# block 1

Figure 1. Wires at chosen ports, followed through buffers (block 1).
Drawn at 2 px/um.
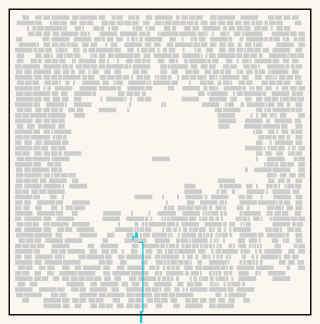

==> config.mk <==
export PLATFORM = sky130hd
export DESIGN_NAME = alu_arbiter
export DESIGN_NICKNAME = d
export VERILOG_FILES = /design/src/rtl/alu_arbiter.sv
export SDC_FILE = /design/constraint.sdc
export NUM_CORES = 1
export LEC_CHECK = 0
export CAP_MARGIN = 20
export CORE_AREA = 2 2 148 150
export CTS_CLUSTER_SIZE = 28
export DETAILED_ROUTE_END_ITERATION = 10
export DIE_AREA = 0 0 150 152
export GPL_TIMING_DRIVEN = 0
export PLACE_DENSITY = 0.88
export SETUP_SLACK_MARGIN = 0.2
export SYNTH_ARGS = -nofsm -noshare
export SYNTH_HDL_FRONTEND = slang
export SYNTH_SLANG_ARGS = --single-unit
export TNS_END_PERCENT = 30
==> constraint.sdc <==
create_clock -name clk -period 15.2 [get_ports clk]
set_clock_uncertainty 0.15 [all_clocks]
set_input_delay 2.28 -clock clk [delete_from_list [all_inputs] [get_ports clk]]
set_output_delay 2.28 -clock clk [all_outputs]
set_load 0.05 [all_outputs]
==> src/rtl/alu_arbiter.sv <==
// Two-requester round-robin front end sharing one combinational ALU through an IDLE/EXEC/RESP sequence.
// Latency: the response is valid two cycles after the accept cycle; back-to-back issue every 3 cycles.
// Backpressure: the response holds while resp ready is low; nothing new is accepted until back in IDLE.
package alu_arbiter_pkg;
    typedef enum logic [3:0] {
        OP_NOP   = 4'd0,
        OP_ADDU  = 4'd1,
        OP_SUBU  = 4'd2,
        OP_AND   = 4'd3,
        OP_OR    = 4'd4,
        OP_XOR   = 4'd5,
        OP_BEQZ  = 4'd6,
        OP_BNEQZ = 4'd7
    } opcode_e;

    typedef struct packed {
        opcode_e     opcode;
        logic [11:0] imm;
    } instruction_s;
endpackage

module alu_arbiter
    import alu_arbiter_pkg::*;
#(
    parameter int DATA_W = 32,
    parameter int CNT_W  = 16
) (
    input  logic              clk,
    input  logic              reset,
    input  logic              req0_valid_i,
    input  logic [DATA_W-1:0] req0_rd_i,
    input  logic [DATA_W-1:0] req0_rs_i,
    input  instruction_s      req0_op_i,
    output logic              req0_ready_o,
    input  logic              req1_valid_i,
    input  logic [DATA_W-1:0] req1_rd_i,
    input  logic [DATA_W-1:0] req1_rs_i,
    input  instruction_s      req1_op_i,
    output logic              req1_ready_o,
    output logic              resp0_valid_o,
    output logic [DATA_W-1:0] resp0_result_o,
    output logic              resp0_jump_o,
    input  logic              resp0_ready_i,
    output logic              resp1_valid_o,
    output logic [DATA_W-1:0] resp1_result_o,
    output logic              resp1_jump_o,
    input  logic              resp1_ready_i,
    output logic [DATA_W-1:0] alu_rd_o,
    output logic [DATA_W-1:0] alu_rs_o,
    output instruction_s      alu_op_o,
    input  logic [DATA_W-1:0] alu_result_i,
    input  logic              alu_jump_i,
    output logic              busy_o,
    output logic [CNT_W-1:0]  grant_cnt0_o,
    output logic [CNT_W-1:0]  grant_cnt1_o
);

    typedef enum logic [1:0] {IDLE, EXEC, RESP} state_e;

    state_e            state_q, state_d;
    logic              last_grant_q;
    logic              win_q;
    logic              win_d;
    logic              accept;
    logic [DATA_W-1:0] rd_q;
    logic [DATA_W-1:0] rs_q;
    instruction_s      op_q;
    logic [DATA_W-1:0] result_q [2];
    logic [1:0]        jump_q;
    logic [CNT_W-1:0]  cnt_q [2];

    always_comb begin
        state_d       = state_q;
        accept        = 1'b0;
        win_d         = 1'b0;
        alu_rd_o      = '0;
        alu_rs_o      = '0;
        alu_op_o      = '0;
        resp0_valid_o = 1'b0;
        resp1_valid_o = 1'b0;
        case (state_q)
            IDLE: begin
                if (req0_valid_i || req1_valid_i) begin
                    accept  = 1'b1;
                    // On a tie the requester that did not win last time goes first.
                    win_d   = (req0_valid_i && req1_valid_i) ? ~last_grant_q : req1_valid_i;
                    state_d = EXEC;
                end
            end
            EXEC: begin
                alu_rd_o = rd_q;
                alu_rs_o = rs_q;
                alu_op_o = op_q;
                state_d  = RESP;
            end
            RESP: begin
                resp0_valid_o = ~win_q;
                resp1_valid_o = win_q;
                if (win_q ? resp1_ready_i : resp0_ready_i) begin
                    state_d = IDLE;
                end
            end
            default: state_d = IDLE;
        endcase
    end

    always_ff @(posedge clk or posedge reset) begin
        if (reset) begin
            state_q      <= IDLE;
            last_grant_q <= 1'b1;
            win_q        <= 1'b0;
            rd_q         <= '0;
            rs_q         <= '0;
            op_q         <= '0;
            result_q[0]  <= '0;
            result_q[1]  <= '0;
            jump_q       <= '0;
            cnt_q[0]     <= '0;
            cnt_q[1]     <= '0;
        end else begin
            state_q <= state_d;
            if (accept) begin
                last_grant_q <= win_d;
                win_q        <= win_d;
                rd_q         <= win_d ? req1_rd_i : req0_rd_i;
                rs_q         <= win_d ? req1_rs_i : req0_rs_i;
                op_q         <= win_d ? req1_op_i : req0_op_i;
                if (cnt_q[win_d] != {CNT_W{1'b1}}) begin
                    cnt_q[win_d] <= cnt_q[win_d] + CNT_W'(1);
                end
            end
            if (state_q == EXEC) begin
                result_q[win_q] <= alu_result_i;
                jump_q[win_q]   <= alu_jump_i;
            end
        end
    end

    assign req0_ready_o   = accept & ~win_d;
    assign req1_ready_o   = accept & win_d;
    assign resp0_result_o = result_q[0];
    assign resp1_result_o = result_q[1];
    assign resp0_jump_o   = jump_q[0];
    assign resp1_jump_o   = jump_q[1];
    assign busy_o         = (state_q != IDLE);
    assign grant_cnt0_o   = cnt_q[0];
    assign grant_cnt1_o   = cnt_q[1];

endmodule
# block 2

### src/rtl/serial_frame_sync_if.sv
// Bit-stream input and framed byte output bundle for serial_frame_sync.
// The master side drives the serial bits; the slave side is the synchronizer.
interface serial_frame_sync_if;
  logic        i_bit;
  logic        i_bit_valid;
  logic [7:0]  o_byte;
  logic        o_byte_valid;
  logic        o_sof;
  logic        o_eof;
  logic        o_locked;
  logic        o_frame_err;
  logic [15:0] o_frame_cnt;

  modport master (
    output i_bit,
    output i_bit_valid,
    input  o_byte,
    input  o_byte_valid,
    input  o_sof,
    input  o_eof,
    input  o_locked,
    input  o_frame_err,
    input  o_frame_cnt
  );

  modport slave (
    input  i_bit,
    input  i_bit_valid,
    output o_byte,
    output o_byte_valid,
    output o_sof,
    output o_eof,
    output o_locked,
    output o_frame_err,
    output o_frame_cnt
  );
endinterface

### src/rtl/serial_frame_sync.sv
// Hunts a serial bit stream for a fixed sync word, then deserializes a fixed-length
// payload MSB-first into bytes with sof/eof markers; long input gaps abort the frame.
module serial_frame_sync #(
  parameter logic [31:0] SYNC_WORD   = 32'h1ACFFC1D,
  parameter int unsigned SYNC_LEN    = 32,
  parameter int unsigned FRAME_BYTES = 64,
  parameter int unsigned GAP_TIMEOUT = 32
) (
  input logic                clk20m,
  input logic                rst,
  serial_frame_sync_if.slave bus
);

  localparam logic [SYNC_LEN-1:0] SYNC_PAT  = SYNC_WORD[SYNC_LEN-1:0];
  localparam logic [15:0]         LAST_BYTE = 16'(FRAME_BYTES - 1);
  localparam logic [7:0]          GAP_LAST  = 8'(GAP_TIMEOUT - 1);

  typedef enum logic [0:0] {
    ST_HUNT    = 1'b0,
    ST_PAYLOAD = 1'b1
  } state_t;

  state_t              state_r,     state_s;
  logic [SYNC_LEN-1:0] sync_sr_r,   sync_sr_s;
  logic [SYNC_LEN-1:0] sync_shift_s;
  logic [7:0]          acc_r,       acc_s;
  logic [7:0]          acc_shift_s;
  logic [2:0]          bit_cnt_r,   bit_cnt_s;
  logic [15:0]         byte_cnt_r,  byte_cnt_s;
  logic [7:0]          gap_cnt_r,   gap_cnt_s;
  logic [7:0]          byte_r,      byte_s;
  logic                byte_vld_r,  byte_vld_s;
  logic                sof_r,       sof_s;
  logic                eof_r,       eof_s;
  logic                locked_r,    locked_s;
  logic                frame_err_r, frame_err_s;
  logic [15:0]         frame_cnt_r, frame_cnt_s;

  // Next-state and next-output logic for the hunt/payload machine
  always_comb begin
    state_s      = state_r;
    sync_sr_s    = sync_sr_r;
    acc_s        = acc_r;
    bit_cnt_s    = bit_cnt_r;
    byte_cnt_s   = byte_cnt_r;
    gap_cnt_s    = gap_cnt_r;
    byte_s       = byte_r;
    byte_vld_s   = 1'b0;
    sof_s        = 1'b0;
    eof_s        = 1'b0;
    frame_err_s  = 1'b0;
    frame_cnt_s  = frame_cnt_r;
    sync_shift_s = {sync_sr_r[SYNC_LEN-2:0], bus.i_bit};
    acc_shift_s  = {acc_r[6:0], bus.i_bit};

    case (state_r)
      ST_HUNT: begin
        if (bus.i_bit_valid) begin
          sync_sr_s = sync_shift_s;
          if (sync_shift_s == SYNC_PAT) begin
            state_s    = ST_PAYLOAD;
            acc_s      = 8'd0;
            bit_cnt_s  = 3'd0;
            byte_cnt_s = 16'd0;
            gap_cnt_s  = 8'd0;
          end else begin
            state_s = ST_HUNT;
          end
        end else begin
          sync_sr_s = sync_sr_r;
        end
      end

      ST_PAYLOAD: begin
        if (bus.i_bit_valid) begin
          gap_cnt_s = 8'd0;
          acc_s     = acc_shift_s;
          bit_cnt_s = bit_cnt_r + 3'd1;
          if (bit_cnt_r == 3'd7) begin
            byte_s     = acc_shift_s;
            byte_vld_s = 1'b1;
            sof_s      = (byte_cnt_r == 16'd0);
            eof_s      = (byte_cnt_r == LAST_BYTE);
            if (byte_cnt_r == LAST_BYTE) begin
              // Frame complete: the next sync must be built from fresh bits
              frame_cnt_s = frame_cnt_r + 16'd1;
              state_s     = ST_HUNT;
              sync_sr_s   = '0;
              byte_cnt_s  = 16'd0;
            end else begin
              byte_cnt_s = byte_cnt_r + 16'd1;
            end
          end else begin
            byte_cnt_s = byte_cnt_r;
          end
        end else begin
          if (gap_cnt_r == GAP_LAST) begin
            frame_err_s = 1'b1;
            state_s     = ST_HUNT;
            sync_sr_s   = '0;
            acc_s       = 8'd0;
            bit_cnt_s   = 3'd0;
            byte_cnt_s  = 16'd0;
            gap_cnt_s   = 8'd0;
          end else begin
            gap_cnt_s = gap_cnt_r + 8'd1;
          end
        end
      end

      default: begin
        state_s   = ST_HUNT;
        sync_sr_s = '0;
        acc_s     = 8'd0;
        bit_cnt_s = 3'd0;
        gap_cnt_s = 8'd0;
      end
    endcase

    locked_s = (state_s == ST_PAYLOAD);
  end

  // State register and registered outputs; reset wins over every other event
  always_ff @(posedge clk20m) begin
    if (rst) begin
      state_r     <= ST_HUNT;
      sync_sr_r   <= '0;
      acc_r       <= 8'd0;
      bit_cnt_r   <= 3'd0;
      byte_cnt_r  <= 16'd0;
      gap_cnt_r   <= 8'd0;
      byte_r      <= 8'd0;
      byte_vld_r  <= 1'b0;
      sof_r       <= 1'b0;
      eof_r       <= 1'b0;
      locked_r    <= 1'b0;
      frame_err_r <= 1'b0;
      frame_cnt_r <= 16'd0;
    end else begin
      state_r     <= state_s;
      sync_sr_r   <= sync_sr_s;
      acc_r       <= acc_s;
      bit_cnt_r   <= bit_cnt_s;
      byte_cnt_r  <= byte_cnt_s;
      gap_cnt_r   <= gap_cnt_s;
      byte_r      <= byte_s;
      byte_vld_r  <= byte_vld_s;
      sof_r       <= sof_s;
      eof_r       <= eof_s;
      locked_r    <= locked_s;
      frame_err_r <= frame_err_s;
      frame_cnt_r <= frame_cnt_s;
    end
  end

  assign bus.o_byte       = byte_r;
  assign bus.o_byte_valid = byte_vld_r;
  assign bus.o_sof        = sof_r;
  assign bus.o_eof        = eof_r;
  assign bus.o_locked     = locked_r;
  assign bus.o_frame_err  = frame_err_r;
  assign bus.o_frame_cnt  = frame_cnt_r;

endmodule

### src/flat_wrapper.sv
// flat-port wrapper written by rule: the top's interface ports become plain ports
module serial_frame_sync_flat 
#(
  parameter logic [31:0] SYNC_WORD   = 32'h1ACFFC1D,
  parameter int unsigned SYNC_LEN    = 32,
  parameter int unsigned FRAME_BYTES = 64,
  parameter int unsigned GAP_TIMEOUT = 32
)
  (clk20m, rst, bus_i_bit, bus_i_bit_valid, bus_o_byte, bus_o_byte_valid, bus_o_sof, bus_o_eof, bus_o_locked, bus_o_frame_err, bus_o_frame_cnt);
  serial_frame_sync_if bus_i ();
  input logic clk20m;
  input logic rst;
  input wire logic [$bits(bus_i.i_bit)-1:0] bus_i_bit;
  input wire logic [$bits(bus_i.i_bit_valid)-1:0] bus_i_bit_valid;
  output wire logic [$bits(bus_i.o_byte)-1:0] bus_o_byte;
  output wire logic [$bits(bus_i.o_byte_valid)-1:0] bus_o_byte_valid;
  output wire logic [$bits(bus_i.o_sof)-1:0] bus_o_sof;
  output wire logic [$bits(bus_i.o_eof)-1:0] bus_o_eof;
  output wire logic [$bits(bus_i.o_locked)-1:0] bus_o_locked;
  output wire logic [$bits(bus_i.o_frame_err)-1:0] bus_o_frame_err;
  output wire logic [$bits(bus_i.o_frame_cnt)-1:0] bus_o_frame_cnt;
  assign bus_i.i_bit = bus_i_bit;
  assign bus_i.i_bit_valid = bus_i_bit_valid;
  assign bus_o_byte = bus_i.o_byte;
  assign bus_o_byte_valid = bus_i.o_byte_valid;
  assign bus_o_sof = bus_i.o_sof;
  assign bus_o_eof = bus_i.o_eof;
  assign bus_o_locked = bus_i.o_locked;
  assign bus_o_frame_err = bus_i.o_frame_err;
  assign bus_o_frame_cnt = bus_i.o_frame_cnt;
  serial_frame_sync #(.SYNC_WORD(SYNC_WORD), .SYNC_LEN(SYNC_LEN), .FRAME_BYTES(FRAME_BYTES), .GAP_TIMEOUT(GAP_TIMEOUT)) u_core (.clk20m(clk20m), .rst(rst), .bus(bus_i));
endmodule
### config.mk
export PLATFORM = sky130hd
export DESIGN_NAME = serial_frame_sync_flat
export DESIGN_NICKNAME = d
export VERILOG_FILES = /design/src/rtl/serial_frame_sync_if.sv /design/src/rtl/serial_frame_sync.sv /design/src/flat_wrapper.sv
export SDC_FILE = /design/constraint.sdc
export NUM_CORES = 1
export LEC_CHECK = 0
export CORE_ASPECT_RATIO = 1.75
export CORE_UTILIZATION = 55
export CTS_CLUSTER_SIZE = 24
export DETAILED_ROUTE_END_ITERATION = 16
export DONT_BUFFER_PORTS = 1
export HOLD_SLACK_MARGIN = 0.03
export PLACE_DENSITY_LB_ADDON = 0.08
export SLEW_MARGIN = 20
export SYNTH_ARGS = -nofsm -noshare
export SYNTH_HDL_FRONTEND = slang
export SYNTH_SLANG_ARGS = --single-unit
### constraint.sdc
create_clock -name clk20m -period 3.9 [get_ports clk20m]
set_input_delay 0.78 -clock clk20m [delete_from_list [all_inputs] [get_ports clk20m]]
set_output_delay 0.78 -clock clk20m [all_outputs]
set_load 0.03 [all_outputs]
# block 3

$ cat config.mk
export PLATFORM = sky130hd
export DESIGN_NAME = load_store_unit
export DESIGN_NICKNAME = d
export VERILOG_FILES = /design/src/rtl/load_store_unit.sv
export SDC_FILE = /design/constraint.sdc
export NUM_CORES = 1
export LEC_CHECK = 0
export ABC_CLOCK_PERIOD_IN_PS = 3900
export CAP_MARGIN = 30
export CORE_MARGIN = 4
export CORE_UTILIZATION = 56
export DETAILED_ROUTE_END_ITERATION = 10
export PLACE_DENSITY_LB_ADDON = 0.3
export SYNTH_ARGS = -nofsm -noshare
export SYNTH_HDL_FRONTEND = slang
export SYNTH_SLANG_ARGS = --single-unit
$ cat constraint.sdc
create_clock -name clk_i -period 3.9 [get_ports clk_i]
set_clock_uncertainty 0.1 [all_clocks]
set_input_delay 0.78 -clock clk_i [delete_from_list [all_inputs] [get_ports clk_i]]
set_output_delay 0.78 -clock clk_i [all_outputs]
set_load 0.02 [all_outputs]
$ cat src/rtl/load_store_unit.sv
`default_nettype none
// ---------------------------------------------------------------------------
// load_store_unit : RV32 MEM-stage data-memory initiator. Splits misaligned
//                   accesses into two word transactions and extends loads.
// Revision 1.0
// ---------------------------------------------------------------------------
module load_store_unit #(
   parameter int X_LEN = 32
) (
   input  logic             clk_i,
   input  logic             rst_n_i,
   input  logic             lsu_valid_i,
   input  logic             lsu_we_i,
   input  logic [2:0]       lsu_funct3_i,
   input  logic [X_LEN-1:0] lsu_addr_i,
   input  logic [X_LEN-1:0] lsu_wdata_i,
   output logic             lsu_stall_o,
   output logic             lsu_done_o,
   output logic [X_LEN-1:0] lsu_rdata_o,
   output logic             lsu_err_o,
   output logic             mem_req_o,
   output logic             mem_we_o,
   output logic [X_LEN-1:0] mem_addr_o,
   output logic [3:0]       mem_be_o,
   output logic [X_LEN-1:0] mem_wdata_o,
   input  logic             mem_gnt_i,
   input  logic             mem_rvalid_i,
   input  logic [X_LEN-1:0] mem_rdata_i
);

   typedef enum logic [2:0] {
      S_IDLE  = 3'd0,
      S_REQ1  = 3'd1,
      S_WAIT1 = 3'd2,
      S_REQ2  = 3'd3,
      S_WAIT2 = 3'd4,
      S_DONE  = 3'd5
   } state_t;

   state_t           state_q;
   logic             we_q;
   logic [2:0]       funct3_q;
   logic [1:0]       off_q;
   logic             split_q;
   logic [X_LEN-1:0] rdata1_q;
   logic [X_LEN-1:0] addr2_q;
   logic [3:0]       be2_q;
   logic [X_LEN-1:0] wdata2_q;

   // Request decode straight from the operands, used in the capture cycle.
   logic [2:0]         size_d;
   logic [3:0]         mask_d;
   logic [7:0]         be_wide_d;
   logic [2*X_LEN-1:0] wdata_wide_d;
   logic               split_d;
   logic               illegal_d;
   logic [X_LEN-1:0]   addr_base_d;

   always_comb begin
      size_d = 3'd1;
      mask_d = 4'b0001;
      case (lsu_funct3_i[1:0])
         2'b01:   begin size_d = 3'd2; mask_d = 4'b0011; end
         2'b10:   begin size_d = 3'd4; mask_d = 4'b1111; end
         default: ;
      endcase
      be_wide_d    = {4'b0000, mask_d} << lsu_addr_i[1:0];
      wdata_wide_d = {{X_LEN{1'b0}}, lsu_wdata_i} << {lsu_addr_i[1:0], 3'b000};
      split_d      = ({1'b0, lsu_addr_i[1:0]} + size_d) > 3'd4;
      illegal_d    = (lsu_funct3_i == 3'b011) || (lsu_funct3_i[2:1] == 2'b11) ||
                     (lsu_we_i && lsu_funct3_i[2]);
      addr_base_d  = {lsu_addr_i[X_LEN-1:2], 2'b00};
   end

   // Second word (zero when not split) lands above the first before the shift.
   logic [2*X_LEN-1:0] merged_d;
   logic [2*X_LEN-1:0] shifted_d;
   logic [X_LEN-1:0]   v_d;
   logic [X_LEN-1:0]   ext_d;

   always_comb begin
      if (state_q == S_WAIT2) merged_d = {mem_rdata_i, rdata1_q};
      else                    merged_d = {{X_LEN{1'b0}}, mem_rdata_i};
      shifted_d = merged_d >> {off_q, 3'b000};
      v_d       = shifted_d[X_LEN-1:0];
      case (funct3_q)
         3'b000:  ext_d = {{(X_LEN-8){v_d[7]}},   v_d[7:0]};
         3'b001:  ext_d = {{(X_LEN-16){v_d[15]}}, v_d[15:0]};
         3'b100:  ext_d = {{(X_LEN-8){1'b0}},     v_d[7:0]};
         3'b101:  ext_d = {{(X_LEN-16){1'b0}},    v_d[15:0]};
         default: ext_d = v_d;
      endcase
      if (we_q) ext_d = '0;
   end

   assign lsu_stall_o = rst_n_i &&
                        (((state_q == S_IDLE) && lsu_valid_i) ||
                         ((state_q != S_IDLE) && (state_q != S_DONE)));

   always_ff @(posedge clk_i or negedge rst_n_i) begin
      if (!rst_n_i) begin
         state_q     <= S_IDLE;
         we_q        <= 1'b0;
         funct3_q    <= 3'b000;
         off_q       <= 2'b00;
         split_q     <= 1'b0;
         rdata1_q    <= '0;
         addr2_q     <= '0;
         be2_q       <= 4'b0000;
         wdata2_q    <= '0;
         lsu_done_o  <= 1'b0;
         lsu_rdata_o <= '0;
         lsu_err_o   <= 1'b0;
         mem_req_o   <= 1'b0;
         mem_we_o    <= 1'b0;
         mem_addr_o  <= '0;
         mem_be_o    <= 4'b0000;
         mem_wdata_o <= '0;
      end else begin
         lsu_done_o  <= 1'b0;
         lsu_err_o   <= 1'b0;
         lsu_rdata_o <= '0;
         case (state_q)
            S_IDLE: begin
               if (lsu_valid_i) begin
                  we_q     <= lsu_we_i;
                  funct3_q <= lsu_funct3_i;
                  off_q    <= lsu_addr_i[1:0];
                  split_q  <= split_d;
                  addr2_q  <= addr_base_d + X_LEN'(4);
                  be2_q    <= be_wide_d[7:4];
                  wdata2_q <= wdata_wide_d[2*X_LEN-1:X_LEN];
                  if (illegal_d) begin
                     state_q    <= S_DONE;
                     lsu_done_o <= 1'b1;
                     lsu_err_o  <= 1'b1;
                  end else begin
                     state_q     <= S_REQ1;
                     mem_req_o   <= 1'b1;
                     mem_we_o    <= lsu_we_i;
                     mem_addr_o  <= addr_base_d;
                     mem_be_o    <= be_wide_d[3:0];
                     mem_wdata_o <= wdata_wide_d[X_LEN-1:0];
                  end
               end
            end
            S_REQ1, S_REQ2: begin
               if (mem_gnt_i) begin
                  state_q     <= (state_q == S_REQ1) ? S_WAIT1 : S_WAIT2;
                  mem_req_o   <= 1'b0;
                  mem_we_o    <= 1'b0;
                  mem_addr_o  <= '0;
                  mem_be_o    <= 4'b0000;
                  mem_wdata_o <= '0;
               end
            end
            S_WAIT1: begin
               if (mem_rvalid_i) begin
                  rdata1_q <= mem_rdata_i;
                  if (split_q) begin
                     state_q     <= S_REQ2;
                     mem_req_o   <= 1'b1;
                     mem_we_o    <= we_q;
                     mem_addr_o  <= addr2_q;
                     mem_be_o    <= be2_q;
                     mem_wdata_o <= wdata2_q;
                  end else begin
                     state_q     <= S_DONE;
                     lsu_done_o  <= 1'b1;
                     lsu_rdata_o <= ext_d;
                  end
               end
            end
            S_WAIT2: begin
               if (mem_rvalid_i) begin
                  state_q     <= S_DONE;
                  lsu_done_o  <= 1'b1;
                  lsu_rdata_o <= ext_d;
               end
            end
            S_DONE:  state_q <= S_IDLE;
            default: state_q <= S_IDLE;
         endcase
      end
   end

endmodule
`default_nettype wire
Figure 2. Wires at chosen ports, followed through buffers (block 3).
Drawn at 2 px/um.
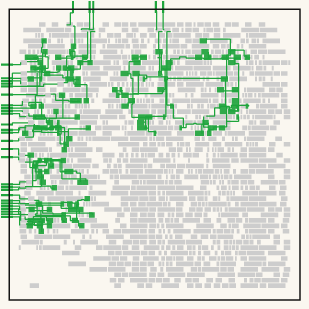
Green shows lsu_addr_i, bits 32, direction input, end cells 146, wire 1810 um.
count of buffers from port buffering: 207
I/O pin count: 210

==> results_tabular.tex, block 3 <==
% Yosys + OpenROAD metrics
\begin{tabular}{lr}
\hline
Metric & Value \\
\hline
\multicolumn{2}{l}{\textbf{Status}} \\
\quad Status & finished, final reports clean \\
\multicolumn{2}{l}{\textbf{Clock network}} \\
\quad Clk latency late pin & 0.50 ns \\
\quad CTS clock-pin slew for the worst setup and hold paths & 0.06 ns \\
\quad Hold buffer count at CTS & 0 \\
\quad H-tree levels & 1 \\
\multicolumn{2}{l}{\textbf{Logic synthesis}} \\
\quad Compound-cell area share of the yosys netlist & 16.71\% \\
\quad Avg Inst Size Synth & 9.662 um\^{}2 \\
\quad Post-Synth Adder-Cell Area & 0.9096\% \\
\quad Library cell with the highest instance count after synthesis & sky130\_fd\_sc\_hd\_\_dfrtp\_1 \\
\quad Count of distinct cell types in the synthesized netlist & 59 \\
\multicolumn{2}{l}{\textbf{Critical path}} \\
\quad Classification of the worst setup path & in2out \\
\quad Setup slack of the most critical reg-to-reg path & 0.86 ns \\
\multicolumn{2}{l}{\textbf{STA}} \\
\quad Max Clk Rate & 311.5 MHz \\
\quad Min setup slack post-route & 0.6898 ns \\
\multicolumn{2}{l}{\textbf{GRT}} \\
\quad Leftover overflow at the end of global routing & 0 \\
\multicolumn{2}{l}{\textbf{Floorplanning}} \\
\quad Height of the die & 144.6 um \\
\multicolumn{2}{l}{\textbf{Place}} \\
\quad Cell total after placement & 1460 \\
\hline
\end{tabular}
==> block 3: worst max-delay path, stage by stage <==
cell and delay [ns]:
sky130_fd_sc_hd__clkdlybuf4s50_1 0.63, sky130_fd_sc_hd__nor3_1 0.08, sky130_fd_sc_hd__a21oi_1 0.13, sky130_fd_sc_hd__o21a_1 0.12
sky130_fd_sc_hd__clkdlybuf4s50_1 0.60
==> block 3: per-layer routing <==
metal | wire length [um] | GRT usage [%] | part of all wire [%] | vias to the layer above
met5 | 0 | 0 | 0 | -
met4 | 652 | 7.658 | 2.2 | 0
met3 | 2854 | 5.159 | 9.8 | 60
met2 | 13530 | 42.50 | 46 | 488
met1 | 12120 | 40.84 | 42 | 4415
li1 | - | - | - | 4169
==> block 3: report_power, final <==
| group | internal (uW) | switching [uW] | leakage [uW] |
|---|---|---|---|
| registers | 2910 | 577 | 0.00260 |
| logic | 1880 | 2560 | 0.00279 |
| clock network | 1260 | 813 | 0.000359 |
| total | 6060 | 3950 | 0.00575 |
==> block 3: area by class of cell <==
cell class,count,area [um^2]
antenna,1,2.502
timing repair buffer,228,2291
clock inverter,3,40.04
fill,1275,4722
sequential,201,5031
inverter,19,71.32
clock buffer,33,683.2
tap,229,286.5
multi-input combinational,783,5020
Figure 3. Ports around the boundary (block 1).
Drawn at 3 px/um. Pins as bars across the die edge, other pins in gray.
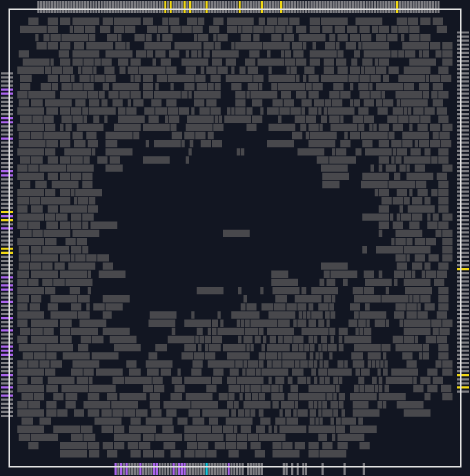
Cyan shows resp0_valid_o, pins 1, direction output, edge south. Purple shows alu_result_i, pins 32, direction input, edge 21 west, 11 south. Yellow shows req0_op_i, pins 16, direction input, edge 9 north, 4 west, 3 east.
All pins by edge: 146 north, 89 east, 85 west, 62 south.
height of the die: 152 um
count of buffers from port buffering: 381
Die X: 150 um

Notes on Figure 1 above:
Cyan shows resp0_valid_o, bits 1, direction output, end cells 1, wire 41.7 um.

==> results_tabular.tex, block 1 <==
% Yosys + OpenROAD metrics
\begin{tabular}{lr}
\hline
Metric & Value \\
\hline
\multicolumn{2}{l}{\textbf{Logic synthesis}} \\
\quad Number of enable flip-flop cells & 0 \\
\quad Xor/xnor share of the synthesized area & 1.776\% \\
\quad Library cell with the highest instance count after synthesis & sky130\_fd\_sc\_hd\_\_dfrtp\_1 \\
\quad Avg Inst Size Synth & 11.39 um\^{}2 \\
\quad Area fraction in mux cells & 11.24\% \\
\quad Post-synth seq share & 54.34\% \\
\multicolumn{2}{l}{\textbf{Power and ir drop}} \\
\quad Tot Pwr & 3007 uW \\
\quad Switching share of power & 48.59\% \\
\quad Comb pwr share & 57.2\% \\
\multicolumn{2}{l}{\textbf{Clock network}} \\
\quad CTS clock-pin slew for the worst setup and hold paths & 0.07 ns \\
\quad Total number of clock tree sinks & 182 \\
\multicolumn{2}{l}{\textbf{Routing}} \\
\quad Number of design rule violations left after detail routing & 0 \\
\multicolumn{2}{l}{\textbf{GRT}} \\
\quad Largest net degree at the start of global routing & 98 \\
\quad Total GRT Usage & 25.65\% \\
\multicolumn{2}{l}{\textbf{Status}} \\
\quad Status & finished, final reports clean \\
\multicolumn{2}{l}{\textbf{Critical path}} \\
\quad Kind of cell adding the most delay to the critical path & buffers and inverters \\
\quad Endpoint of the worst register-to-register path & grant\_cnt0\_o[4] \\
\quad Logic depth of the worst setup path including buffers & 6 \\
\hline
\end{tabular}
==> block 1: how the worst min path moves through the flow <==
stage | start | end | slack, ns | depth (start not counted)
after floorplan | op_q[0] | op_q[0] | 0.30 | 2
after global placement | op_q[0] | op_q[0] | 0.31 | 2
after detailed placement | rd_q[11] | rd_q[11] | 0.31 | 2
after CTS | op_q[10] | op_q[10] | 0.33 | 2
after global routing | op_q[10] | op_q[10] | 0.35 | 2
final | op_q[2] | op_q[2] | 0.33 | 2
==> block 1: layout make-up <==
class	instances	area (um^2)	share of cell area [%]
sequential	182	4556	34.53
timing repair buffer	383	3852	29.20
multi-input combinational	416	3281	24.86
clock buffer	17	425.4	3.224
tap	280	350.3	2.655
inverter	87	335.3	2.541
buffer	51	220.2	1.669
clock inverter	15	173.9	1.318
==> block 1: power groups by stage <==
stage	clock network, uW	registers (uW)	logic (uW)
global route	476	863	1810
CTS	454	836	1730
global placement	0	827	1690
detailed placement	0	842	1720
finish	447	840	1720
floorplan	0	1200	747
==> block 1: layer usage <==
metal  track usage (%)  up-vias  wire (um)
li1                  -     3448          -
met1             31.25     3839      11590
met2             43.05      423      14710
met3             6.937       79       2395
met4             10.15        0       1028
met5                 0        -          0
Figure 4. Placed standard cells (block 2).
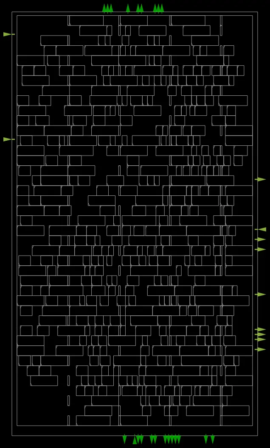
core utilization of the finished layout: 61.22%
Flop Count: 94

==> results_tabular.tex, block 2 <==
% Yosys + OpenROAD metrics
\begin{tabular}{lr}
\hline
Metric & Value \\
\hline
\multicolumn{2}{l}{\textbf{Logic synthesis}} \\
\quad Yosys warning tally & 0 \\
\quad Ranking of synthesized cells by area & sky130\_fd\_sc\_hd\_\_dfxtp\_1 (47\%), sky130\_fd\_sc\_hd\_\_a22o\_1 (8.7\%), sky130\_fd\_sc\_hd\_\_nand2\_1 (4.0\%), sky130\_fd\_sc\_hd\_\_nand3\_1 (3.0\%), sky130\_fd\_sc\_hd\_\_o21ai\_1 (2.2\%) \\
\multicolumn{2}{l}{\textbf{Routing}} \\
\quad Initial drt markers & 254 \\
\quad Mean routed wirelength per cell & 17.40 um \\
\multicolumn{2}{l}{\textbf{STA}} \\
\quad Final Hold Slack & 0.4634 ns \\
\quad Clock skew & 0.009897 ns \\
\quad Number of max-slew violations in the final report & 0 \\
\quad Transition at the pin with the smallest max-transition slack & 0.9141 ns \\
\multicolumn{2}{l}{\textbf{Power and ir drop}} \\
\quad Highest-power group & registers \\
\multicolumn{2}{l}{\textbf{Layout}} \\
\quad Logic Gate Count & 309 \\
\multicolumn{2}{l}{\textbf{Critical path}} \\
\quad Required time of the critical path & 4.17 ns \\
\quad Crit. End Element & flip-flop \\
\quad Slowest stage delay, CP & 0.74 ns \\
\multicolumn{2}{l}{\textbf{Clock network}} \\
\quad Clock tree from TritonCTS & done \\
\multicolumn{2}{l}{\textbf{Hold path}} \\
\quad Min-Delay Endpoint & u\_core.bus.o\_byte[7] \\
\multicolumn{2}{l}{\textbf{Status}} \\
\quad Status & finished, final reports clean \\
\hline
\end{tabular}
## block 2: layer usage
layer	vias up	routed length (um)	GRT usage [%]
met2	76	4726	45.79
met3	27	331	6.349
met1	1614	3575	26.21
met4	0	380	15.46
met5	-	0	0
li1	1629	-	-
## block 2: how the worst max path moves through the flow
stage,from,endpoint,slack [ns]
final,u_core.state_r,u_core.bus.o_frame_cnt[15],1.28
after global placement,u_core.state_r,u_core.bus.o_frame_cnt[15],1.37
after floorplan,bus_i_bit,u_core.byte_cnt_r[10],1.64
after global routing,u_core.state_r,u_core.bus.o_frame_cnt[15],1.04
after CTS,u_core.state_r,u_core.bus.o_frame_cnt[15],1.28
after detailed placement,u_core.state_r,u_core.bus.o_frame_cnt[15],1.30
## block 2: state kept, by name, indices dropped and copies added (netlist names)
name                     count
u_core.bus.o_frame_cnt      16
u_core.sync_sr_r            31
u_core.state_r               1
u_core.byte_cnt_r           16
u_core.bus.o_frame_err       1
u_core.bus.o_eof             1
u_core.acc_r                 7
u_core.bus.o_sof             1
u_core.bus.o_byte_valid      1
u_core.bus.o_byte            8
u_core.bit_cnt_r             3
u_core.gap_cnt_r             8

# block 4

Figure 5. Wires at chosen ports, followed through buffers (block 4).
Drawn at 3 px/um.
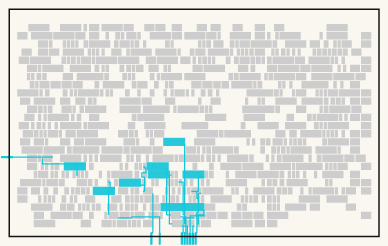

===== src/rtl/rom_arbiter.sv =====
// rom_arbiter: two-port arbiter in front of a single synchronous microcode ROM.
// Ports A and B each raise a fetch request. One request is granted per cycle,
// with round-robin priority. The ROM read result is returned to the granting
// port two cycles after its ack.
//
// Ports
//    clk, reset          single clock, synchronous active-high reset
//    req_x, addr_x       fetch request and address (x = a, b)
//    ack_x               one-cycle pulse: request accepted
//    valid_x             one-cycle pulse: dout_x/daddr_x just updated
//    dout_x, daddr_x     last fetched word and its address
//    rom_en, rom_addr    ROM read strobe and address (registered)
//    rom_dout            ROM data, valid the cycle after the ROM sampled rom_en
module rom_arbiter #(
   parameter int AW        = 9,
   parameter int DW        = 32,
   parameter int PRIO_INIT = 0
) (
   input  logic          clk,
   input  logic          reset,
   input  logic          req_a,
   input  logic [AW:1]   addr_a,
   output logic          ack_a,
   output logic          valid_a,
   output logic [DW:1]   dout_a,
   output logic [AW:1]   daddr_a,
   input  logic          req_b,
   input  logic [AW:1]   addr_b,
   output logic          ack_b,
   output logic          valid_b,
   output logic [DW:1]   dout_b,
   output logic [AW:1]   daddr_b,
   output logic          rom_en,
   output logic [AW:1]   rom_addr,
   input  logic [DW:1]   rom_dout
);

   localparam logic PRIO_RST = (PRIO_INIT != 0);

   // Grant stage
   logic          ack_a_q, ack_b_q, rom_en_q;
   logic [AW:1]   rom_addr_q, rom_addr_d;
   logic          prio_q, prio_d;       // 0 = A holds priority, 1 = B
   logic          grant_a_d, grant_b_d;
   logic          elig_a, elig_b;

   // ROM access stage: tracks which port owns the word the ROM is producing
   logic          s1_vld_q, s1_port_q;
   logic [AW:1]   s1_addr_q;

   // Return stage
   logic          valid_a_q, valid_b_q;
   logic [DW:1]   dout_a_q, dout_b_q;
   logic [AW:1]   daddr_a_q, daddr_b_q;

   // A port just acked is not eligible; this enforces the 2-cycle minimum
   // service interval and gives alternation under continuous requests.
   assign elig_a = req_a & ~ack_a_q;
   assign elig_b = req_b & ~ack_b_q;

   always_comb begin
      grant_a_d = 1'b0;
      grant_b_d = 1'b0;
      prio_d    = prio_q;
      if (elig_a && elig_b) begin
         grant_a_d = ~prio_q;
         grant_b_d = prio_q;
         prio_d    = ~prio_q;
      end else if (elig_a) begin
         grant_a_d = 1'b1;
         prio_d    = 1'b1;
      end else if (elig_b) begin
         grant_b_d = 1'b1;
         prio_d    = 1'b0;
      end
   end

   always_comb begin
      rom_addr_d = rom_addr_q;
      if (grant_a_d)
         rom_addr_d = addr_a;
      else if (grant_b_d)
         rom_addr_d = addr_b;
   end

   always_ff @(posedge clk) begin
      if (reset) begin
         ack_a_q    <= 1'b0;
         ack_b_q    <= 1'b0;
         rom_en_q   <= 1'b0;
         rom_addr_q <= '0;
         prio_q     <= PRIO_RST;
         s1_vld_q   <= 1'b0;
         s1_port_q  <= 1'b0;
         s1_addr_q  <= '0;
         valid_a_q  <= 1'b0;
         valid_b_q  <= 1'b0;
         dout_a_q   <= '0;
         dout_b_q   <= '0;
         daddr_a_q  <= '0;
         daddr_b_q  <= '0;
      end else begin
         ack_a_q    <= grant_a_d;
         ack_b_q    <= grant_b_d;
         rom_en_q   <= grant_a_d | grant_b_d;
         rom_addr_q <= rom_addr_d;
         prio_q     <= prio_d;

         // ROM samples rom_en/rom_addr on this edge; remember the owner.
         s1_vld_q   <= rom_en_q;
         s1_port_q  <= ack_b_q;
         s1_addr_q  <= rom_addr_q;

         valid_a_q  <= s1_vld_q & ~s1_port_q;
         valid_b_q  <= s1_vld_q & s1_port_q;
         if (s1_vld_q && !s1_port_q) begin
            dout_a_q  <= rom_dout;
            daddr_a_q <= s1_addr_q;
         end
         if (s1_vld_q && s1_port_q) begin
            dout_b_q  <= rom_dout;
            daddr_b_q <= s1_addr_q;
         end
      end
   end

   assign ack_a    = ack_a_q;
   assign ack_b    = ack_b_q;
   assign rom_en   = rom_en_q;
   assign rom_addr = rom_addr_q;
   assign valid_a  = valid_a_q;
   assign valid_b  = valid_b_q;
   assign dout_a   = dout_a_q;
   assign dout_b   = dout_b_q;
   assign daddr_a  = daddr_a_q;
   assign daddr_b  = daddr_b_q;

endmodule


===== config.mk =====
export PLATFORM = sky130hd
export DESIGN_NAME = rom_arbiter
export DESIGN_NICKNAME = d
export VERILOG_FILES = /design/src/rtl/rom_arbiter.sv
export SDC_FILE = /design/constraint.sdc
export NUM_CORES = 1
export LEC_CHECK = 0
export ABC_AREA = 1
export CAP_MARGIN = 20
export CORE_ASPECT_RATIO = 0.6
export CORE_MARGIN = 2
export CORE_UTILIZATION = 45
export CTS_CLUSTER_SIZE = 28
export DETAILED_ROUTE_END_ITERATION = 10
export GPL_TIMING_DRIVEN = 0
export PLACE_DENSITY = 0.91
export SETUP_SLACK_MARGIN = 0.05
export SLEW_MARGIN = 20
export SYNTH_ARGS = -nofsm -noshare
export SYNTH_HDL_FRONTEND = slang
export SYNTH_SLANG_ARGS = --single-unit

===== constraint.sdc =====
create_clock -name clk -period 2.4 [get_ports clk]
set_input_delay 0.36 -clock clk [delete_from_list [all_inputs] [get_ports clk]]
set_output_delay 0.36 -clock clk [all_outputs]
set_load 0.1 [all_outputs]

# block 5

===== src/rtl/neopixel_frame_loader_if.sv =====
// Loader-to-strand-controller link: colour transfer strobe with its fields, send request, controller readies.
// The loader is master; the strand controller is slave.
interface neopixel_frame_loader_if;
  logic [7:0] color_level;
  logic [1:0] color_index;
  logic [2:0] pixel_index;
  logic       load_color;
  logic       send_it;
  logic       ready_to_load;
  logic       ready_to_send;

  modport master (
    output color_level, color_index, pixel_index, load_color, send_it,
    input  ready_to_load, ready_to_send
  );

  modport slave (
    input  color_level, color_index, pixel_index, load_color, send_it,
    output ready_to_load, ready_to_send
  );
endinterface


===== src/rtl/neopixel_frame_loader.sv =====
// Shadow/active frame buffer replaying a committed frame into the strand controller; all outputs registered.
// Optional NEOPIXEL_AUTO_REFRESH_EN retransmits the frame every REFRESH_CYCLES idle clocks.
module neopixel_frame_loader #(
  parameter int NUM_PIXELS     = 5,
  parameter int REFRESH_CYCLES = 1_000_000
) (
  input  logic       clock,
  input  logic       reset,
  input  logic       wr_en,
  input  logic [2:0] wr_pixel,
  input  logic [1:0] wr_color,
  input  logic [7:0] wr_level,
  input  logic       commit,
  output logic       busy,
  output logic       frame_done,
  neopixel_frame_loader_if.master ctl
);

  if (NUM_PIXELS < 1 || NUM_PIXELS > 8 || REFRESH_CYCLES < 1) begin : g_param_check
    $error("neopixel_frame_loader: NUM_PIXELS must be 1..8 and REFRESH_CYCLES >= 1");
  end

  typedef enum logic [2:0] {IDLE, LOAD, SEND, WAIT_START, WAIT_DONE} state_t;

  state_t     state;
  logic [7:0] shadow [NUM_PIXELS][3];
  logic [7:0] active [NUM_PIXELS][3];
  logic       pending;
  logic       start;
  logic       refresh_hit;
  logic       last_xfer;
  logic [2:0] next_pix;
  logic [1:0] next_col;

  always_comb begin
    start     = (state == IDLE) && pending;
    last_xfer = (ctl.pixel_index == 3'(NUM_PIXELS - 1)) && (ctl.color_index == 2'd2);
    next_pix  = ctl.pixel_index;
    next_col  = ctl.color_index + 2'd1;
    if (ctl.color_index == 2'd2) begin
      next_pix = ctl.pixel_index + 3'd1;
      next_col = 2'd0;
    end
  end

`ifdef NEOPIXEL_AUTO_REFRESH_EN
  localparam int CW = $clog2(REFRESH_CYCLES + 1);
  localparam logic [CW-1:0] REFRESH_LAST = CW'(REFRESH_CYCLES - 1);

  logic [CW-1:0] refresh_cnt;

  // Counter saturates at its terminal value; the hit is masked once pending so it cannot re-arm on the start edge.
  always_ff @(posedge clock) begin
    if (reset) begin
      refresh_cnt <= '0;
    end else if (start) begin
      refresh_cnt <= '0;
    end else if (state == IDLE && refresh_cnt != REFRESH_LAST) begin
      refresh_cnt <= refresh_cnt + 1'b1;
    end
  end

  assign refresh_hit = (state == IDLE) && !pending && (refresh_cnt == REFRESH_LAST);
`else
  assign refresh_hit = 1'b0;
`endif

  always_ff @(posedge clock) begin
    if (reset) begin
      state           <= IDLE;
      pending         <= 1'b0;
      busy            <= 1'b0;
      frame_done      <= 1'b0;
      ctl.load_color  <= 1'b0;
      ctl.send_it     <= 1'b0;
      ctl.color_level <= '0;
      ctl.color_index <= '0;
      ctl.pixel_index <= '0;
      for (int p = 0; p < NUM_PIXELS; p++) begin
        for (int c = 0; c < 3; c++) begin
          shadow[p][c] <= '0;
          active[p][c] <= '0;
        end
      end
    end else begin
      frame_done <= 1'b0;
      // A new request on the start edge survives the clear, so back-to-back frames are not lost.
      pending    <= (pending && !start) || commit || refresh_hit;

      if (wr_en && (int'(wr_pixel) < NUM_PIXELS) && (wr_color != 2'd3)) begin
        shadow[wr_pixel][wr_color] <= wr_level;
      end

      case (state)
        IDLE: begin
          if (pending) begin
            active          <= shadow;
            state           <= LOAD;
            busy            <= 1'b1;
            ctl.load_color  <= 1'b1;
            ctl.pixel_index <= 3'd0;
            ctl.color_index <= 2'd0;
            // The snapshot lands this edge, so the first level comes straight from the shadow.
            ctl.color_level <= shadow[0][0];
          end
        end

        LOAD: begin
          if (ctl.ready_to_load) begin
            if (last_xfer) begin
              ctl.load_color  <= 1'b0;
              ctl.pixel_index <= 3'd0;
              ctl.color_index <= 2'd0;
              ctl.color_level <= 8'd0;
              ctl.send_it     <= 1'b1;
              state           <= SEND;
            end else begin
              ctl.pixel_index <= next_pix;
              ctl.color_index <= next_col;
              ctl.color_level <= active[next_pix][next_col];
            end
          end
        end

        SEND: begin
          if (ctl.ready_to_send) begin
            ctl.send_it <= 1'b0;
            state       <= WAIT_START;
          end
        end

        WAIT_START: begin
          if (!ctl.ready_to_send) state <= WAIT_DONE;
        end

        WAIT_DONE: begin
          if (ctl.ready_to_load) begin
            frame_done <= 1'b1;
            busy       <= 1'b0;
            state      <= IDLE;
          end
        end

        default: state <= IDLE;
      endcase
    end
  end

endmodule


===== src/flat_wrapper.sv =====
// flat-port wrapper written by rule: the top's interface ports become plain ports
module neopixel_frame_loader_flat 
#(
  parameter int NUM_PIXELS     = 5,
  parameter int REFRESH_CYCLES = 1_000_000
)
  (clock, reset, wr_en, wr_pixel, wr_color, wr_level, commit, busy, frame_done, ctl_color_level, ctl_color_index, ctl_pixel_index, ctl_load_color, ctl_send_it, ctl_ready_to_load, ctl_ready_to_send);
  neopixel_frame_loader_if ctl_i ();
  input  logic clock;
  input  logic reset;
  input  logic wr_en;
  input  logic [2:0] wr_pixel;
  input  logic [1:0] wr_color;
  input  logic [7:0] wr_level;
  input  logic commit;
  output logic busy;
  output logic frame_done;
  output wire logic [$bits(ctl_i.color_level)-1:0] ctl_color_level;
  output wire logic [$bits(ctl_i.color_index)-1:0] ctl_color_index;
  output wire logic [$bits(ctl_i.pixel_index)-1:0] ctl_pixel_index;
  output wire logic [$bits(ctl_i.load_color)-1:0] ctl_load_color;
  output wire logic [$bits(ctl_i.send_it)-1:0] ctl_send_it;
  input wire logic [$bits(ctl_i.ready_to_load)-1:0] ctl_ready_to_load;
  input wire logic [$bits(ctl_i.ready_to_send)-1:0] ctl_ready_to_send;
  assign ctl_color_level = ctl_i.color_level;
  assign ctl_color_index = ctl_i.color_index;
  assign ctl_pixel_index = ctl_i.pixel_index;
  assign ctl_load_color = ctl_i.load_color;
  assign ctl_send_it = ctl_i.send_it;
  assign ctl_i.ready_to_load = ctl_ready_to_load;
  assign ctl_i.ready_to_send = ctl_ready_to_send;
  neopixel_frame_loader #(.NUM_PIXELS(NUM_PIXELS), .REFRESH_CYCLES(REFRESH_CYCLES)) u_core (.clock(clock), .reset(reset), .wr_en(wr_en), .wr_pixel(wr_pixel), .wr_color(wr_color), .wr_level(wr_level), .commit(commit), .busy(busy), .frame_done(frame_done), .ctl(ctl_i));
endmodule

===== config.mk =====
export PLATFORM = sky130hd
export DESIGN_NAME = neopixel_frame_loader_flat
export DESIGN_NICKNAME = d
export VERILOG_FILES = /design/src/rtl/neopixel_frame_loader_if.sv /design/src/rtl/neopixel_frame_loader.sv /design/src/flat_wrapper.sv
export SDC_FILE = /design/constraint.sdc
export NUM_CORES = 1
export LEC_CHECK = 0
export CAP_MARGIN = 20
export CORE_MARGIN = 1.5
export CORE_UTILIZATION = 25
export CTS_CLUSTER_SIZE = 40
export DETAILED_ROUTE_END_ITERATION = 16
export SKIP_LAST_GASP = 1
export SYNTH_ARGS = -nofsm -noshare
export SYNTH_HDL_FRONTEND = slang
export SYNTH_SLANG_ARGS = --single-unit

===== constraint.sdc =====
create_clock -name clock -period 2.32 [get_ports clock]
set_input_delay 0.58 -clock clock [delete_from_list [all_inputs] [get_ports clock]]
set_output_delay 0.58 -clock clock [all_outputs]
set_load 0.03 [all_outputs]


==> screenshots <==
Wiring by layer.
panel A
Drawn at 3 px/um. Only two layers are drawn.
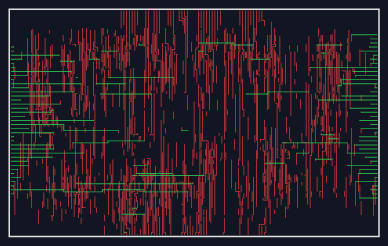
panel B
Drawn at 1 px/um. Only two layers are drawn.
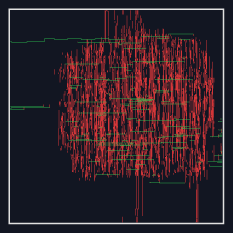
For block 4, see panel A.
For block 5, see panel B.
The one with the largest die is panel B.

Key to panel B:
Red shows met2, wire length 16300 um. Green shows met3, wire length 1750 um.

Figure 6. Ports around the boundary (block 4).
Drawn at 4 px/um. Pins as bars across the die edge, other pins in gray.
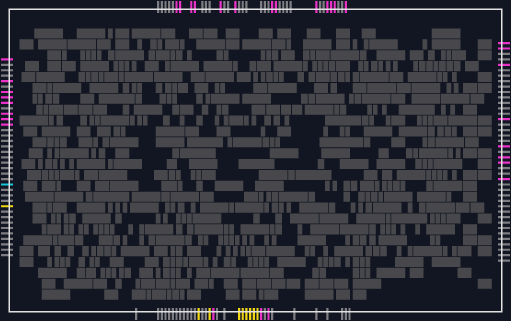
Cyan shows valid_a, pins 1, direction output, edge west. Magenta shows dout_a, pins 32, direction output, edge 13 north, 8 west, 8 east, 3 south. Yellow shows rom_addr, pins 9, direction output, edge 8 south, 1 west.

Figure 7. Metal 2 (block 4).
Drawn at 4 px/um.
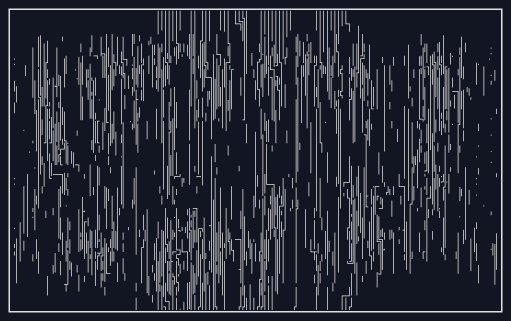
The wires run mostly vertical. The layer holds 46% of the routed length. The layer carries 5290 um of wire.

About Figure 5:
Cyan shows rom_addr, bits 9, direction output, end cells 9, wire 242 um.
count of buffers from port buffering: 148
I/O pin count: 150

==> results_tabular.tex, block 4 <==
% Yosys + OpenROAD metrics
\begin{tabular}{lr}
\hline
Metric & Value \\
\hline
\multicolumn{2}{l}{\textbf{Critical path}} \\
\quad Crit. Startpoint & daddr\_a[5] \\
\quad Logic depth of the worst setup path including buffers & 1 \\
\quad FF-to-FF Start & s1\_port\_q \\
\multicolumn{2}{l}{\textbf{Logic synthesis}} \\
\quad Yosys warning tally & 0 \\
\quad Yosys cell count & 489 \\
\quad Gate count of the mapped netlist & 489 \\
\multicolumn{2}{l}{\textbf{STA}} \\
\quad Worst-case headroom to the max-slew limit & 32.40\% \\
\quad Transition at the pin with the smallest max-transition slack & 1.011 ns \\
\multicolumn{2}{l}{\textbf{Power and ir drop}} \\
\quad Tot Pwr & 4435 uW \\
\quad Areal power density over the cells & 776.9 nW/um\^{}2 \\
\multicolumn{2}{l}{\textbf{Routing}} \\
\quad DR WL met3 & 899 um \\
\quad Routed vias/inst & 4.873 \\
\multicolumn{2}{l}{\textbf{GRT}} \\
\quad Most congested layer reported by global routing & met2 \\
\quad Largest net degree at the start of global routing & 17 \\
\multicolumn{2}{l}{\textbf{Layout}} \\
\quad Number of buffers other than clock buffers in the final layout & 176 \\
\quad Number of signal-net inverters in the final layout & 36 \\
\quad Number of antenna repair diodes & 0 \\
\multicolumn{2}{l}{\textbf{Floorplanning}} \\
\quad Height of the die & 75.24 um \\
\multicolumn{2}{l}{\textbf{Place}} \\
\quad Final estimated routing congestion in global placement & 0.8939 \\
\multicolumn{2}{l}{\textbf{Status}} \\
\quad Status & finished, final reports clean \\
\hline
\end{tabular}
block 4: report_power, final:
| group | leakage, uW | internal [uW] | switching [uW] |
|---|---|---|---|
| Clock | 0.000133 | 809 | 634 |
| Combinational | 0.00138 | 276 | 779 |
| Sequential | 0.000881 | 1880 | 53.6 |
block 4: metrics by stage:
stage | utilization [%] | area (um^2) | setup WS [ns]
floorplan | - | 3806 | 0.7207
global placement | 67.46 | 5423 | 0.4305
detailed placement | 67.46 | 5423 | 0.4203
CTS | 71.00 | 5708 | 0.1702
global route | 71.00 | 5708 | 0.1323
finish | 71.00 | 5708 | 0.1734
block 4: cells by family after synthesis:
group                  synth area share [%]
DFF                                   56.80
and+or+nand+nor                       24.56
AOI/OAI and AO/OA                     11.05
buffers and inverters                 7.594
block 4: worst register-to-register path: stages (launching register included):
cell,delay (ns)
sky130_fd_sc_hd__dfxtp_1,0.38
sky130_fd_sc_hd__nand2_2,0.15
sky130_fd_sc_hd__clkbuf_1,0.26
sky130_fd_sc_hd__o21ai_0,0.29
sky130_fd_sc_hd__nor2_1,0.07
block 4: repair_timing:
item,4_1_cts,5_1_grt
hold endpoints to repair,0,0
gates resized,1,0
setup endpoints to repair,1,0
Figure 8. Wires at chosen ports, followed through buffers (block 5).
Drawn at 1 px/um.
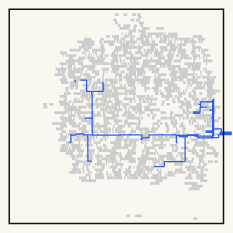
Blue shows ctl_color_index, bits 2, direction output, end cells 2, wire 546 um.
count of buffers from port buffering: 35
I/O pin count: 36

==> results_tabular.tex, block 5 <==
% Yosys + OpenROAD metrics
\begin{tabular}{lr}
\hline
Metric & Value \\
\hline
\multicolumn{2}{l}{\textbf{Floorplanning}} \\
\quad Initial Util & 25.43\% \\
\multicolumn{2}{l}{\textbf{Layout}} \\
\quad Flop Count & 261 \\
\quad Combinational gate area & 5461 um\^{}2 \\
\quad Final layout net count & 1408 \\
\quad Core utilization of the finished layout & 31.85\% \\
\multicolumn{2}{l}{\textbf{Clock network}} \\
\quad H-tree levels & 1 \\
\quad Total CTS buffers & 28 \\
\multicolumn{2}{l}{\textbf{GRT}} \\
\quad M1 GR Usage & 20.12\% \\
\quad Total GRT Usage & 15.20\% \\
\multicolumn{2}{l}{\textbf{Critical path}} \\
\quad Crit. Startpoint & u\_core.ctl.pixel\_index[1] \\
\quad Logic depth of the worst setup path including buffers & 3 \\
\multicolumn{2}{l}{\textbf{Status}} \\
\quad Status & finished, final reports clean \\
\multicolumn{2}{l}{\textbf{Logic synthesis}} \\
\quad Yosys warning tally & 0 \\
\quad Post-Synth Adder-Cell Area & 0.2275\% \\
\quad Top logic cell family in the synthesized netlist & simple AND/OR/NAND/NOR gates \\
\quad Post-synth seq share & 47.49\% \\
\multicolumn{2}{l}{\textbf{STA}} \\
\quad Endpoints failing setup & 0 \\
\multicolumn{2}{l}{\textbf{Power and ir drop}} \\
\quad Power dissipated in the clock network & 4300 uW \\
\multicolumn{2}{l}{\textbf{Place}} \\
\quad Detail Placement HPWL & 23.69 mm \\
\hline
\end{tabular}
[block 5: registers in the layout, summed over array words and instances (netlist names), 2 cells and up]
| register | cells |
|---|---|
| u_core.active | 120 |
| u_core.shadow | 120 |
| u_core.ctl.color_level | 8 |
| u_core.ctl.pixel_index | 3 |
| u_core.state | 3 |
| u_core.ctl.color_index | 2 |
[block 5: cells in the final DEF (no fill, tap or decap), drive strengths merged, types with 2 or more instances in the layout]
cell,instances
nand2,312
dfxtp,261
a21oi,167
nor2,125
buf,123
mux2i,117
clkbuf,42
nand3,41
clkdlybuf4s50,29
o21ai,16
a2111oi,16
nor3,10
nor3b,8
mux4,8
a211o,8
a211oi,8
inv,7
and2,7
nor2b,6
clkinv,5
o211ai,5
a31oi,5
o21bai,5
xnor2,5
a22oi,5
nand3b,4
o22ai,4
mux2,4
nor4,4
a32o,4
nand2b,3
a32oi,3
dlygate4sd2,3
o31ai,2
o311ai,2
or3b,2
ha,2
[block 5: per-layer routing]
layer  share of wire, %  vias to the layer above
li1                   -                     4643
met1                 45                     4570
met2                 48                      233
met3                5.1                       50
met4                2.2                        0
met5                  0                        -


==> gallery <==
Wiring by layer.
image #1
Drawn at 2 px/um. Only two layers are drawn.
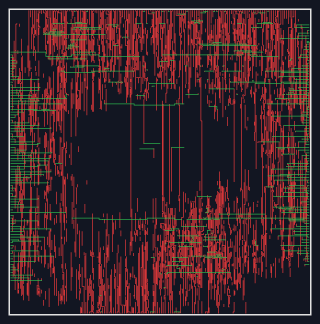
image #2
Drawn at 3 px/um. Only two layers are drawn.
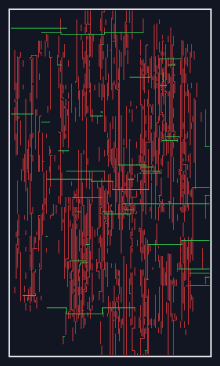
image #3
Drawn at 2 px/um. Only two layers are drawn.
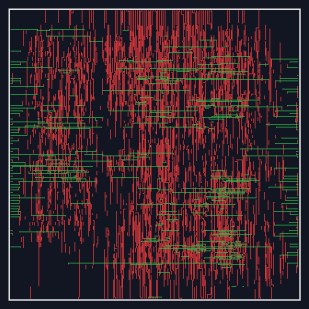
image #1 -> block 1
image #2 -> block 2
image #3 -> block 3

No activity file was given, so power comes from the tool's default toggle rates.
